==================== block 1
## config.mk

```make
export PLATFORM = sky130hd
export DESIGN_NAME = servo_pwm_multi
export DESIGN_NICKNAME = d
export VERILOG_FILES = /design/src/rtl/servo_pwm_multi.sv
export SDC_FILE = /design/constraint.sdc
export NUM_CORES = 1
export LEC_CHECK = 0
export ABC_AREA = 1
export CORE_ASPECT_RATIO = 1.5
export CORE_MARGIN = 2
export CORE_UTILIZATION = 46
export DETAILED_ROUTE_END_ITERATION = 10
export HOLD_SLACK_MARGIN = 0.02
export PLACE_DENSITY = 0.68
export SLEW_MARGIN = 20
export SYNTH_ARGS = -nofsm -noshare
export SYNTH_HDL_FRONTEND = slang
export SYNTH_SLANG_ARGS = --single-unit
```

## constraint.sdc

```tcl
create_clock -name clk_i -period 1.3 [get_ports clk_i]
set_input_delay 0.26 -clock clk_i [delete_from_list [all_inputs] [get_ports clk_i]]
set_output_delay 0.26 -clock clk_i [all_outputs]
set_load 0.03 [all_outputs]
```

## src/rtl/servo_pwm_multi.sv

```systemverilog
// N-channel RC-servo pulse generator with per-channel enables, clamped widths and
// updates that take effect only at frame boundaries. Optional macro: SERVO_SLEW_LIMIT_EN.
module servo_pwm_multi #(
    parameter int NUM_CH      = 2,
    parameter int VALUE_W     = 8,
    parameter int CLK_DIV     = 16,
    parameter int PERIOD_CNT  = 23040,
    parameter int MIN_CNT     = 1152,
    parameter int MAX_CNT     = 2304,
    parameter int MID_CNT     = 1728,
    parameter int SCALE_SHIFT = 3,
    parameter int SLEW_STEP   = 64
) (
    input  logic                      clk_i,
    input  logic                      reset_ni,
    input  logic [NUM_CH*VALUE_W-1:0] value_i,
    input  logic                      load_i,
    input  logic [NUM_CH-1:0]         enable_i,
    output logic [NUM_CH-1:0]         servo_pulse_o,
    output logic                      frame_start_o,
    output logic                      pending_o
);

    localparam int CNT_W = $clog2(PERIOD_CNT);
    localparam int DIV_W = $clog2(CLK_DIV);
    // Wide enough that a large value cannot wrap before the clamp sees it.
    localparam int SUM_W = (CNT_W + 1 > VALUE_W + SCALE_SHIFT + 1) ? CNT_W + 1
                                                                   : VALUE_W + SCALE_SHIFT + 1;

    if (MAX_CNT >= PERIOD_CNT) begin : g_bad_max
        $error("servo_pwm_multi: MAX_CNT must be less than PERIOD_CNT");
    end
    if (CLK_DIV < 2 || SLEW_STEP < 1 || MIN_CNT > MAX_CNT) begin : g_bad_cfg
        $error("servo_pwm_multi: invalid CLK_DIV, SLEW_STEP or MIN_CNT");
    end

    logic [DIV_W-1:0]   presc;
    logic [CNT_W-1:0]   cnt;
    logic               tick;
    logic               boundary;
    logic [VALUE_W-1:0] stg_val  [NUM_CH];
    logic [NUM_CH-1:0]  stg_en;
    logic [SUM_W-1:0]   sum      [NUM_CH];
    logic [CNT_W-1:0]   tgt_calc [NUM_CH];
    logic [CNT_W-1:0]   act_w    [NUM_CH];
    logic [NUM_CH-1:0]  act_en;

    assign tick     = (presc == DIV_W'(CLK_DIV - 1));
    assign boundary = tick && (cnt == CNT_W'(PERIOD_CNT - 1));

    always_ff @(posedge clk_i or negedge reset_ni) begin
        if (!reset_ni) begin
            presc <= '0;
        end else if (tick) begin
            presc <= '0;
        end else begin
            presc <= presc + DIV_W'(1);
        end
    end

    always_ff @(posedge clk_i or negedge reset_ni) begin
        if (!reset_ni) begin
            cnt <= '0;
        end else if (tick) begin
            cnt <= (cnt == CNT_W'(PERIOD_CNT - 1)) ? '0 : cnt + CNT_W'(1);
        end
    end

    always_ff @(posedge clk_i or negedge reset_ni) begin
        if (!reset_ni) begin
            for (int k = 0; k < NUM_CH; k++) begin
                stg_val[k] <= '0;
            end
            stg_en    <= '0;
            pending_o <= 1'b0;
        end else if (load_i) begin
            for (int k = 0; k < NUM_CH; k++) begin
                stg_val[k] <= value_i[k*VALUE_W +: VALUE_W];
            end
            stg_en    <= enable_i;
            pending_o <= 1'b1;
        end else if (boundary) begin
            pending_o <= 1'b0;
        end
    end

    always_comb begin
        for (int k = 0; k < NUM_CH; k++) begin
            sum[k]      = SUM_W'(MIN_CNT) + (SUM_W'(stg_val[k]) << SCALE_SHIFT);
            tgt_calc[k] = (sum[k] > SUM_W'(MAX_CNT)) ? CNT_W'(MAX_CNT) : sum[k][CNT_W-1:0];
        end
    end

`ifdef SERVO_SLEW_LIMIT_EN
    localparam logic [CNT_W-1:0] STEP = CNT_W'(SLEW_STEP);

    logic [CNT_W-1:0] tgt       [NUM_CH];
    logic [CNT_W-1:0] goal      [NUM_CH];
    logic [CNT_W-1:0] slew_next [NUM_CH];

    // A fresh commit retargets immediately, so the first step already heads toward it.
    always_comb begin
        for (int k = 0; k < NUM_CH; k++) begin
            goal[k] = pending_o ? tgt_calc[k] : tgt[k];
            if (goal[k] > act_w[k]) begin
                slew_next[k] = (goal[k] - act_w[k] > STEP) ? act_w[k] + STEP : goal[k];
            end else begin
                slew_next[k] = (act_w[k] - goal[k] > STEP) ? act_w[k] - STEP : goal[k];
            end
        end
    end

    always_ff @(posedge clk_i or negedge reset_ni) begin
        if (!reset_ni) begin
            for (int k = 0; k < NUM_CH; k++) begin
                tgt[k]   <= CNT_W'(MID_CNT);
                act_w[k] <= CNT_W'(MID_CNT);
            end
            act_en <= '0;
        end else if (boundary) begin
            for (int k = 0; k < NUM_CH; k++) begin
                tgt[k]   <= goal[k];
                act_w[k] <= slew_next[k];
            end
            if (pending_o) begin
                act_en <= stg_en;
            end
        end
    end
`else
    always_ff @(posedge clk_i or negedge reset_ni) begin
        if (!reset_ni) begin
            for (int k = 0; k < NUM_CH; k++) begin
                act_w[k] <= CNT_W'(MID_CNT);
            end
            act_en <= '0;
        end else if (boundary && pending_o) begin
            for (int k = 0; k < NUM_CH; k++) begin
                act_w[k] <= tgt_calc[k];
            end
            act_en <= stg_en;
        end
    end
`endif

    always_ff @(posedge clk_i or negedge reset_ni) begin
        if (!reset_ni) begin
            servo_pulse_o <= '0;
            frame_start_o <= 1'b0;
        end else begin
            for (int k = 0; k < NUM_CH; k++) begin
                servo_pulse_o[k] <= act_en[k] && (cnt < act_w[k]);
            end
            frame_start_o <= boundary;
        end
    end

endmodule
```

Fig. 1: block 1, M4 wires
Bar = 20 um. Supply wires on this layer in grey.
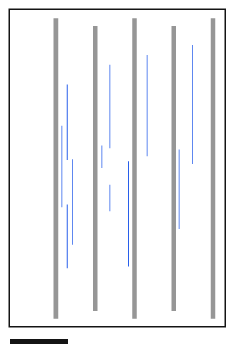
longest straight run: 40.8 um
main direction: vertical
nets with wire on the layer: 9

==> out/qor.yml <==
status:
  status: "finished, violations left"
  violations: "setup timing"
critical_path:
  crit_chain: "ha_4 -> nand3_4 -> nor2_4 -> nand3_4 -> nor2_8 -> nand2_1 -> o21ai_2"
  crit_path_start_kind: "register"
  reg2reg_to: "act_en[0]"
  crit_top_cell: "nand3_4"
  worst_ep_required_time_ps: 1580
  crit_end: "act_en[0]"
  reg2reg_depth: 7
  arrival_ps: 1760
  critPathKind: "reg -> reg"
die:
  initCoreUtil: 0.4725
  die_y_um: 109.2
cells_and_area:
  fin_nets: 560
  final_area_mm2: 0.004970
  fill_cells: 553
  flop_area_mm2: 0.001541
final_timing:
  max_slew_margin: 0.7763
  finalClockPeriodUsage: 1.139
  layout_setup_ws_ps: -180.8
  hold_violations: 0
  max_freq_ghz: 0.6753
  setup_viol: 35
logic_synthesis:
  async_flop_share: 1.000
  synthCells: 419
  yosysWarnings: 0
  synth_top_area_share: 0.3910
  top_area_cell: "dfrtp_1"
  area_leaders: "dfrtp_1, nand2_1, ha_1, inv_1, dfstp_2"
  ys_seq_frac: 0.4530
  ys_ff: 61
global_routing:
  grt_pass1_wl_mm: 12.89
  grt_overflow: 0
clock_network:
  h-tree-depth: 3
  max-clock-path-buffers: 2
  cts_resized: 74
  clock-root-buffer: "clkbuf_8"
flow_run:
  max_cap_violations: 0
routing:
  wl_met3_um: 248
  first_pass_iters: 4
  drc_errors: 0
## kinds of logic after synthesis
logic type	Yosys count	synth area share
AOI/OAI and AO/OA	46	0.07341
xor gates and xnor gates	6	0.01549
DFF	61	0.4530
and+or+nand+nor	214	0.2925
adders and majority gates	22	0.08115
buffers and inverters	70	0.08447
## cells in the final DEF, fill, tap and decap left out, types with 9 or more instances in the layout
cell type,count
dfrtp_1,49
o21ai_0,16
nand2_1,118
buf_6,14
ha_4,13
nor2_2,16
buf_4,52
nand2_2,10
nor2_1,12
inv_1,52
nand3_1,16
clkbuf_8,10
clkdlybuf4s50_1,19
o21ai_1,10
ha_1,9
## power breakdown
part / switching (mW) / total, mW / internal (mW)
sequential: 0.0350 / 1.98 / 1.95
combinational: 0.197 / 0.370 / 0.173
clock: 0.755 / 1.69 / 0.932
## flip-flops by register name (all words and copies together), names as in the netlist
signal         cells
act_en             2
act_w             18
cnt               15
frame_start_o      1
pending_o          1
presc              4
servo_pulse_o      2
stg_en             2
stg_val           16
## layout make-up
type,instances,area share
well taps,100,0.02518
inverters,63,0.04960
repair buffers,94,0.1745
clock inverters,4,0.009567
multi-input cells,288,0.4018
clock buffers,12,0.02920
flip-flops and latches,61,0.3102

==================== block 2
--- src/rtl/mips_pkg.sv ---
// rtl/mips_pkg.sv - MIPS32 opcode/funct constants, ALU encodings and the decode control bundle
package mips_pkg;

    localparam logic [5:0] OP_RTYPE = 6'h00;
    localparam logic [5:0] OP_J     = 6'h02;
    localparam logic [5:0] OP_BEQ   = 6'h04;
    localparam logic [5:0] OP_ADDI  = 6'h08;
    localparam logic [5:0] OP_SLTI  = 6'h0A;
    localparam logic [5:0] OP_ANDI  = 6'h0C;
    localparam logic [5:0] OP_ORI   = 6'h0D;
    localparam logic [5:0] OP_LW    = 6'h23;
    localparam logic [5:0] OP_SW    = 6'h2B;

    localparam logic [5:0] FN_ADD   = 6'h20;
    localparam logic [5:0] FN_SUB   = 6'h22;
    localparam logic [5:0] FN_AND   = 6'h24;
    localparam logic [5:0] FN_OR    = 6'h25;
    localparam logic [5:0] FN_SLT   = 6'h2A;

    localparam logic [1:0] ALU_ADD   = 2'b00;
    localparam logic [1:0] ALU_SUB   = 2'b01;
    localparam logic [1:0] ALU_FUNCT = 2'b10;
    localparam logic [1:0] ALU_IMM   = 2'b11;

    localparam logic [1:0] IMM_AND = 2'b00;
    localparam logic [1:0] IMM_OR  = 2'b01;
    localparam logic [1:0] IMM_SLT = 2'b10;

    typedef struct packed {
        logic       reg_write;
        logic       mem_to_reg;
        logic       mem_read;
        logic       mem_write;
        logic       alu_src;
        logic       branch;
        logic       jump;
        logic [1:0] alu_op;
        logic [1:0] imm_op;
        logic       illegal;
    } ctrl_t;

    localparam ctrl_t CTRL_NOP = '0;

    // andi/ori take a zero-extended immediate, everything else sign-extends
    function automatic logic [31:0] ext_imm16(input logic [15:0] imm, input logic zero_ext);
        return zero_ext ? {16'h0000, imm} : {{16{imm[15]}}, imm};
    endfunction

endpackage

--- src/rtl/decodificador_control.sv ---
// rtl/decodificador_control.sv - combinational opcode to control-bundle decoder
module decodificador_control
    import mips_pkg::*;
(
    input  logic [5:0] opcode,
    output ctrl_t      ctrl,
    output logic       zero_ext,
    output logic       reg_dst
);

    always_comb begin
        ctrl     = CTRL_NOP;
        zero_ext = 1'b0;
        reg_dst  = 1'b0;
        case (opcode)
            OP_RTYPE: begin
                ctrl.reg_write = 1'b1;
                ctrl.alu_op    = ALU_FUNCT;
                reg_dst        = 1'b1;
            end
            OP_ADDI: begin
                ctrl.reg_write = 1'b1;
                ctrl.alu_src   = 1'b1;
                ctrl.alu_op    = ALU_ADD;
            end
            OP_ANDI: begin
                ctrl.reg_write = 1'b1;
                ctrl.alu_src   = 1'b1;
                ctrl.alu_op    = ALU_IMM;
                ctrl.imm_op    = IMM_AND;
                zero_ext       = 1'b1;
            end
            OP_ORI: begin
                ctrl.reg_write = 1'b1;
                ctrl.alu_src   = 1'b1;
                ctrl.alu_op    = ALU_IMM;
                ctrl.imm_op    = IMM_OR;
                zero_ext       = 1'b1;
            end
            OP_SLTI: begin
                ctrl.reg_write = 1'b1;
                ctrl.alu_src   = 1'b1;
                ctrl.alu_op    = ALU_IMM;
                ctrl.imm_op    = IMM_SLT;
            end
            OP_LW: begin
                ctrl.reg_write  = 1'b1;
                ctrl.mem_read   = 1'b1;
                ctrl.mem_to_reg = 1'b1;
                ctrl.alu_src    = 1'b1;
                ctrl.alu_op     = ALU_ADD;
            end
            OP_SW: begin
                ctrl.mem_write = 1'b1;
                ctrl.alu_src   = 1'b1;
                ctrl.alu_op    = ALU_ADD;
            end
            OP_BEQ: begin
                ctrl.branch = 1'b1;
                ctrl.alu_op = ALU_SUB;
            end
            OP_J: begin
                ctrl.jump = 1'b1;
            end
            default: begin
                ctrl.illegal = 1'b1;
            end
        endcase
    end

endmodule

--- src/rtl/etapa_id.sv ---
// rtl/etapa_id.sv - MIPS32 decode stage with ID/EX register; WB_BYPASS_EN enables write-back operand bypass
module etapa_id
    import mips_pkg::*;
#(
    parameter int S_AD   = 5,
    parameter int S_DATA = 32
) (
    input  logic              clk,
    input  logic              rst,
    input  logic              if_valid,
    input  logic [S_DATA-1:0] instr,
    input  logic [S_DATA-1:0] pc_plus4,
    input  logic              stall,
    input  logic              flush,
    output logic [S_AD-1:0]   ARead1,
    output logic [S_AD-1:0]   ARead2,
    input  logic [S_DATA-1:0] DRead1,
    input  logic [S_DATA-1:0] DRead2,
    input  logic              wb_we,
    input  logic [S_AD-1:0]   wb_addr,
    input  logic [S_DATA-1:0] wb_data,
    output logic              ex_valid,
    output logic [S_DATA-1:0] ex_pc_plus4,
    output logic [S_DATA-1:0] ex_rs_data,
    output logic [S_DATA-1:0] ex_rt_data,
    output logic [S_DATA-1:0] ex_imm,
    output logic [S_AD-1:0]   ex_rs,
    output logic [S_AD-1:0]   ex_rt,
    output logic [S_AD-1:0]   ex_dest,
    output logic [5:0]        ex_funct,
    output logic [S_DATA-1:0] ex_jtarget,
    output logic              ex_reg_write,
    output logic              ex_mem_to_reg,
    output logic              ex_mem_read,
    output logic              ex_mem_write,
    output logic              ex_alu_src,
    output logic              ex_branch,
    output logic              ex_jump,
    output logic [1:0]        ex_alu_op,
    output logic [1:0]        ex_imm_op,
    output logic              ex_illegal
);

    ctrl_t             dec_ctrl;
    ctrl_t             ctrl_next;
    ctrl_t             ex_ctrl;
    logic              zero_ext;
    logic              reg_dst;
    logic [S_AD-1:0]   dest_next;
    logic [S_DATA-1:0] imm_next;
    logic [S_DATA-1:0] jtarget_next;
    logic [S_DATA-1:0] rs_data_next;
    logic [S_DATA-1:0] rt_data_next;

    decodificador_control u_decodificador_control (
        .opcode   (instr[31:26]),
        .ctrl     (dec_ctrl),
        .zero_ext (zero_ext),
        .reg_dst  (reg_dst)
    );

    assign ARead1 = instr[25:21];
    assign ARead2 = instr[20:16];

    assign dest_next    = reg_dst ? instr[15:11] : instr[20:16];
    assign imm_next     = ext_imm16(instr[15:0], zero_ext);
    assign jtarget_next = {pc_plus4[S_DATA-1:S_DATA-4], instr[25:0], 2'b00};

    // $zero is never written, and a non-instruction decodes to a bubble
    always_comb begin
        ctrl_next = dec_ctrl;
        if (dest_next == '0) begin
            ctrl_next.reg_write = 1'b0;
        end
        if (!if_valid) begin
            ctrl_next = CTRL_NOP;
        end
    end

`ifdef WB_BYPASS_EN
    // a same-cycle write-back to a source register overrides the stale file read
    always_comb begin
        rs_data_next = DRead1;
        rt_data_next = DRead2;
        if (wb_we && (wb_addr != '0) && (wb_addr == ARead1)) begin
            rs_data_next = wb_data;
        end
        if (wb_we && (wb_addr != '0) && (wb_addr == ARead2)) begin
            rt_data_next = wb_data;
        end
    end
`else
    logic unused_wb;
    assign unused_wb    = ^{wb_we, wb_addr, wb_data};
    assign rs_data_next = DRead1;
    assign rt_data_next = DRead2;
`endif

    always_ff @(posedge clk) begin
        if (rst) begin
            ex_valid    <= 1'b0;
            ex_ctrl     <= CTRL_NOP;
            ex_pc_plus4 <= '0;
            ex_rs_data  <= '0;
            ex_rt_data  <= '0;
            ex_imm      <= '0;
            ex_rs       <= '0;
            ex_rt       <= '0;
            ex_dest     <= '0;
            ex_funct    <= '0;
            ex_jtarget  <= '0;
        end else if (flush || !stall) begin
            ex_valid    <= if_valid && !flush;
            ex_ctrl     <= flush ? CTRL_NOP : ctrl_next;
            ex_pc_plus4 <= pc_plus4;
            ex_rs_data  <= rs_data_next;
            ex_rt_data  <= rt_data_next;
            ex_imm      <= imm_next;
            ex_rs       <= instr[25:21];
            ex_rt       <= instr[20:16];
            ex_dest     <= dest_next;
            ex_funct    <= instr[5:0];
            ex_jtarget  <= jtarget_next;
        end
    end

    assign ex_reg_write  = ex_ctrl.reg_write;
    assign ex_mem_to_reg = ex_ctrl.mem_to_reg;
    assign ex_mem_read   = ex_ctrl.mem_read;
    assign ex_mem_write  = ex_ctrl.mem_write;
    assign ex_alu_src    = ex_ctrl.alu_src;
    assign ex_branch     = ex_ctrl.branch;
    assign ex_jump       = ex_ctrl.jump;
    assign ex_alu_op     = ex_ctrl.alu_op;
    assign ex_imm_op     = ex_ctrl.imm_op;
    assign ex_illegal    = ex_ctrl.illegal;

endmodule

--- config.mk ---
export PLATFORM = sky130hd
export DESIGN_NAME = etapa_id
export DESIGN_NICKNAME = d
export VERILOG_FILES = /design/src/rtl/mips_pkg.sv /design/src/rtl/decodificador_control.sv /design/src/rtl/etapa_id.sv
export SDC_FILE = /design/constraint.sdc
export NUM_CORES = 1
export LEC_CHECK = 0
export ABC_CLOCK_PERIOD_IN_PS = 3000
export CAP_MARGIN = 20
export CORE_AREA = 2 2 146 148
export DETAILED_ROUTE_END_ITERATION = 7
export DIE_AREA = 0 0 148 150
export PLACE_DENSITY = 0.68
export SLEW_MARGIN = 10
export SYNTH_ARGS = -nofsm -noshare
export SYNTH_HDL_FRONTEND = slang
export SYNTH_SLANG_ARGS = --single-unit
--- constraint.sdc ---
create_clock -name clk -period 3 [get_ports clk]
set_clock_uncertainty 0.05 [all_clocks]
set_input_delay 0.75 -clock clk [delete_from_list [all_inputs] [get_ports clk]]
set_output_delay 0.75 -clock clk [all_outputs]
set_load 0.02 [all_outputs]
Fig. 2: block 2, M4 wires
Bar = 50 um. Supply wires on this layer in grey.
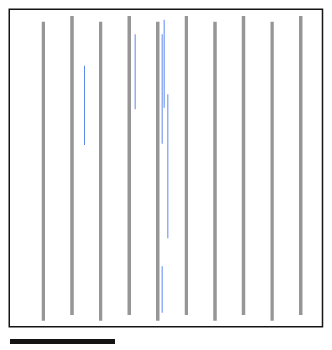
share of all routed wire: 1.4%
wire length on this layer: 256 um
longest straight run: 68.0 um
nets with wire on the layer: 6
main direction: vertical

==> out/qor.yml <==
status:
  status: "finished, final reports clean"
clock_network:
  max-clock-path-buffers: 2
  holdBufCountCts: 0
cells_and_area:
  reg_top3: "ex_pc_plus4 (32), ex_rs_data (32), ex_rt_data (32)"
  drive_above_1_share: 0.05339
  clock_area_frac: 0.06380
  final_cell_mix: "clkdlybuf4s50_1, nand2_1, dfxtp_1"
power_and_ir_drop:
  clock_power_mw: 2.13
  p_int_mw: 3.767
  power-top-group: "the clock network"
  pg_comb_uw: 964
  power_leakage_nw: 3.573
  p_comb_frac: 0.188
  powerDensity_mw_per_mm2: 550.3
logic_synthesis:
  ys_ff: 140
  yosysWarnings: 0
  top_area_cell: "dfxtp_1"
  ys_types: 35
final_timing:
  holdWs_ps: 397.4
  tns_ps: 0
  finalClockPeriodUsage: 0.9182
  setup_viol: 0
  tightest_slew_ps: 675.3
flow_run:
  warnings: 66
critical_path:
  end_kind: "primary output"
  crit_path_start_kind: "input port"
  crit_chain: "clkdlybuf4s50_1 -> clkdlybuf4s50_1"
  crit_top_cell: "clkdlybuf4s50_1"
die:
  die_y_um: 150
min_path:
  hold_end: "ex_rt_data[23]"
Fig. 3: block 2, routed metal per tile
Bar = 50 um. 30 x 30 tiles, from dark purple (low) to yellow (high), scaled to the fullest tile. Values are wire area over tile area, all layers added.
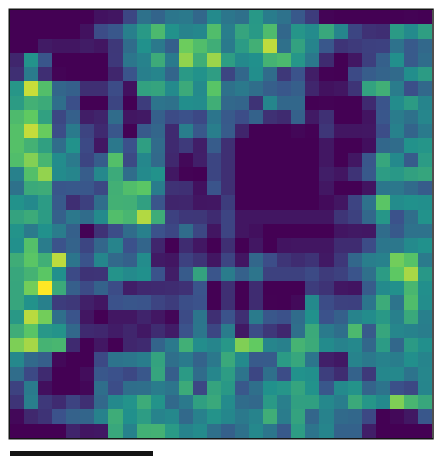
tiles over half the peak: 20%
emptiest ninth of the die: centre
mean over tiles: 0.13
nearly empty tiles: 14%
densest ninth of the die: middle left
Post-Route WL: 17.92 mm
total number of vias: 5433
routed wire length per instance: 14.35 um
total track usage: 0.1567

## routing by layer
metal | track usage | wire length, um | vias to the layer above | part of all wire
met4 | 0.04238 | 255 | 0 | 0.014
met5 | 0 | 0 | - | 0
li1 | - | - | 2740 | -
met2 | 0.2590 | 8626 | 206 | 0.48
met1 | 0.1924 | 7520 | 2473 | 0.42
met3 | 0.05823 | 1521 | 14 | 0.085
## cells by family (layout without fill, tap and decap cells)
group | Yosys count | in the layout | synth area share
and+or+nand+nor | 294 | 294 | 0.2123
xor gates and xnor gates | 1 | 1 | 0.001571
AOI/OAI and AO/OA | 150 | 150 | 0.1445
DFF | 140 | 140 | 0.5027
muxes | 5 | 5 | 0.008977
other | 1 | 2 | 0.0006726
buffers and inverters | 119 | 382 | 0.1293
## synthesized netlist by cell type (all sizes together)
master	instances
nor2	19
nand2	252
nand3	2
buf	81
nor4	2
xor2	1
o311ai	2
inv	4
a32oi	4
and2	1
or3b	1
a211oi	5
or4	1
nor2b	1
a2111oi	1
nand3b	2
a21boi	1
nand2b	3
mux2i	5
nor3	5
o31ai	1
o31a	1
a22oi	2
o21ai	2
conb	1
or4b	1
dfxtp	140
or2	2
o22ai	2
clkbuf	34
nand4	2
a21oi	129

==================== block 3
Fig. 4: block 3, register map, names as in the netlist
Other sequential cells in the stronger grey, the rest of the logic in the fainter grey.
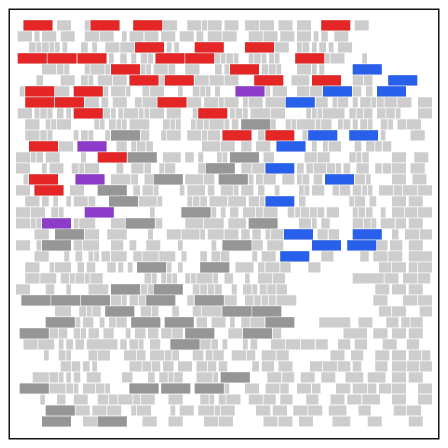
Fig. 5: block 3, cell placement
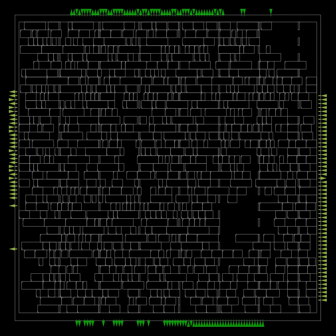
## src/rtl/sccomp_dbg_ctrl.sv

```systemverilog
// sccomp_dbg_ctrl: run/step/halt/dump debug controller gating the sccomp CPU clock enable
module sccomp_dbg_ctrl #(
  parameter int DW = 32,
  parameter int AW = 32,
  parameter int SW = 16,
  parameter int NREG = 32,
  localparam int RW = $clog2(NREG)
) (
  input  logic          clk,
  input  logic          rst,
  input  logic          cmd_valid,
  output logic          cmd_ready,
  input  logic [1:0]    cmd_op,
  input  logic [SW-1:0] cmd_arg,
  input  logic          bp_en,
  input  logic [AW-1:0] bp_addr,
  input  logic [AW-1:0] pc,
  output logic          cpu_ce,
  output logic [RW-1:0] reg_sel,
  input  logic [DW-1:0] reg_data,
  output logic          dump_valid,
  input  logic          dump_ready,
  output logic [RW-1:0] dump_idx,
  output logic [DW-1:0] dump_data,
  output logic          halted,
  output logic [31:0]   cycle_cnt
);
  typedef enum logic [2:0] {S_HALT, S_RUN, S_STEP, S_DSEL, S_DOUT} state_t;
  state_t state, nxt;
  logic first, acc, bp_hit, last;
  logic [SW-1:0] cnt;
  assign cmd_ready = ~rst & (state == S_HALT | state == S_RUN);
  assign acc = cmd_valid & cmd_ready;
  // first suppresses the breakpoint so a run can resume from the breakpoint PC
  assign bp_hit = bp_en & (pc == bp_addr) & ~first;
  assign cpu_ce = state == S_STEP | (state == S_RUN & ~bp_hit);
  assign last = reg_sel == RW'(NREG - 1);
  always_comb begin
    nxt = state;
    case (state)
      S_HALT: nxt = !acc ? S_HALT : cmd_op == 2'b00 ? S_RUN : cmd_op == 2'b01 ? S_STEP :
                    cmd_op == 2'b11 ? S_DSEL : S_HALT;
      S_RUN:  nxt = (bp_hit | (acc & cmd_op == 2'b10)) ? S_HALT : S_RUN;
      S_STEP: nxt = cnt == SW'(1) ? S_HALT : S_STEP;
      S_DSEL: nxt = S_DOUT;
      S_DOUT: nxt = !dump_ready ? S_DOUT : last ? S_HALT : S_DSEL;
      default: nxt = S_HALT;
    endcase
  end
  always_ff @(posedge clk) begin
    if (rst) begin
      state <= S_HALT;
      halted <= 1'b1;
      first <= 1'b0;
      cnt <= '0;
      reg_sel <= '0;
      dump_valid <= 1'b0;
      dump_idx <= '0;
      dump_data <= '0;
      cycle_cnt <= '0;
    end else begin
      state <= nxt;
      halted <= nxt == S_HALT;
      first <= state == S_HALT & nxt == S_RUN;
      if (cpu_ce) cycle_cnt <= cycle_cnt + 32'd1;
      if (state == S_HALT & acc & cmd_op == 2'b01) cnt <= cmd_arg == '0 ? SW'(1) : cmd_arg;
      else if (state == S_STEP) cnt <= cnt - SW'(1);
      if (state == S_HALT & nxt == S_DSEL) reg_sel <= '0;
      if (state == S_DSEL) begin
        dump_data <= reg_data;
        dump_idx <= reg_sel;
        dump_valid <= 1'b1;
      end
      if (state == S_DOUT & dump_ready) begin
        dump_valid <= 1'b0;
        reg_sel <= last ? '0 : reg_sel + RW'(1);
      end
    end
  end
endmodule

```

## config.mk

```make
export PLATFORM = sky130hd
export DESIGN_NAME = sccomp_dbg_ctrl
export DESIGN_NICKNAME = d
export VERILOG_FILES = /design/src/rtl/sccomp_dbg_ctrl.sv
export SDC_FILE = /design/constraint.sdc
export NUM_CORES = 1
export LEC_CHECK = 0
export CORE_UTILIZATION = 45
export DETAILED_ROUTE_END_ITERATION = 6
export GPL_TIMING_DRIVEN = 0
export PLACE_DENSITY = 0.84
export SETUP_SLACK_MARGIN = 0.05
export SLEW_MARGIN = 0
export SYNTH_ARGS = -nofsm -noshare
export SYNTH_HDL_FRONTEND = slang
export SYNTH_SLANG_ARGS = --single-unit
```

## constraint.sdc

```tcl
create_clock -name clk -period 3.25 [get_ports clk]
set_clock_uncertainty 0.1 [all_clocks]
set_input_delay 0.65 -clock clk [delete_from_list [all_inputs] [get_ports clk]]
set_output_delay 0.65 -clock clk [all_outputs]
set_load 0.02 [all_outputs]
```

==> out/qor.yml <==
status:
  status: "finished, final reports clean"
logic_synthesis:
  logic_family: "simple AND/OR/NAND/NOR gates"
  yosysWarnings: 0
  syn_area_mm2: 0.004847
final_timing:
  tightest_slew_ps: 622.4
  setup_viol: 0
  finalClockPeriodUsage: 0.9583
critical_path:
  worst_ep_required_time_ps: 2500
  crit_chain: "clkdlybuf4s50_1 -> xnor2_1 -> nand4_1 -> nor4_4 -> nand3_2 -> a21oi_2 -> inv_1 -> buf_6"
clock_network:
  cts_resized: 10
  clk_pin_slew_ps: 100
  cts_setup_buffers: 3
cells_and_area:
  fin_nets: 939
  final_area_mm2: 0.007244
routing:
  antenna_left: 0
  wirelength_met1_mm: 6.086
  wl_met3_mm: 1.027
  via_count: 5234
die:
  std_cell_rows: 37
  ios: 197
power_and_ir_drop:
  powerDensity_mw_per_mm2: 331.0
  peakVddDrop_mv: 0.2572
min_path:
  worstHoldPathCells: 2
## Picture notes: Fig. 4
[blue] cnt | flops: 16
[purple] dump_idx | flops: 5 | where: middle left
[red] dump_data | flops: 32
not coloured: 43

## Picture notes: Fig. 5
core area: 0.01037 mm^2
Final Core Density: 0.6986

-- flip-flops by register name, indices dropped and copies added, names as in the netlist --
register    flops
state           3
dump_valid      1
cycle_cnt      32
halted          1
reg_sel         5
cnt            16
dump_idx        5
dump_data      32
first           1
-- metrics by stage --
| step | setup TNS [ps] | util | worst slack, ps | power [mW] |
|---|---|---|---|---|
| after floorplan | 0 | - | 597.6 | 1.449 |
| after global placement | -1818 | 0.6721 | -767.1 | 1.659 |
| after detailed placement | -3065 | 0.6721 | -808.5 | 1.673 |
| after CTS | 0 | 0.6952 | 52.28 | 2.408 |
| after global routing | 0 | 0.6986 | 36.30 | 2.500 |
| final | 0 | 0.6986 | 135.4 | 2.398 |
-- layer usage --
| layer | GRT usage | vias up |
|---|---|---|
| li1 | - | 2550 |
| met1 | 0.3085 | 2491 |
| met2 | 0.4762 | 175 |
| met3 | 0.06246 | 18 |
| met4 | 0.08433 | 0 |
| met5 | 0 | - |
-- worst max-delay path, delay by kind of cell --
family / cells / cell delay, ps
AOI/OAI and AO/OA: 1 / 200
xor gates and xnor gates: 1 / 130
buffers and inverters: 3 / 690
and+or+nand+nor: 3 / 700


## Gallery

Clock wires, drivers and flops.
shot_01.png
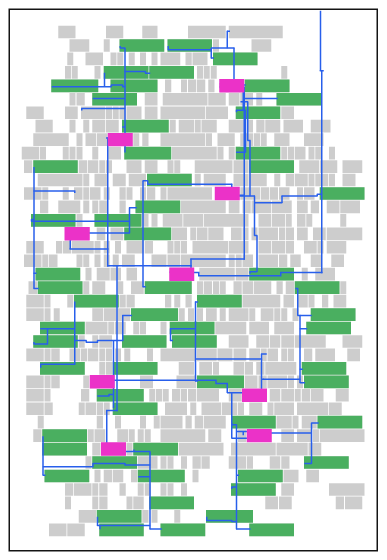
shot_02.png
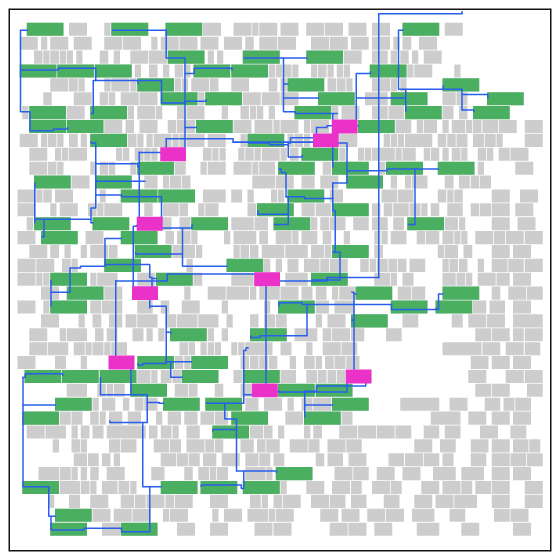
shot_03.png
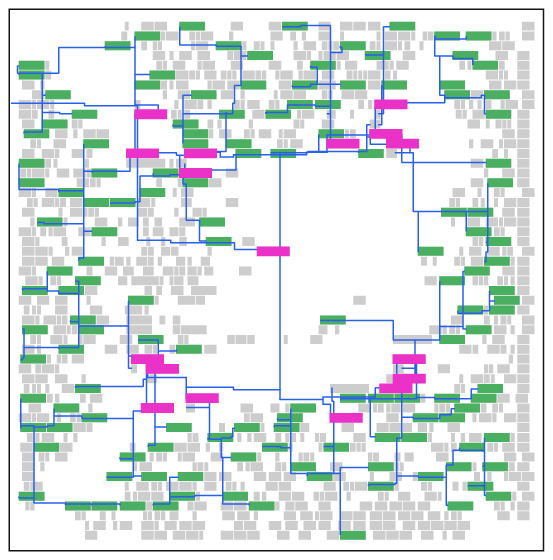
The one with the most sequential cells is shot_03.png.
The one with the fewest sequential cells is shot_01.png.
shot_02.png comes from block 3.
shot_03.png comes from block 2.
shot_01.png comes from block 1.

Power is estimated from default activity; no workload was simulated.
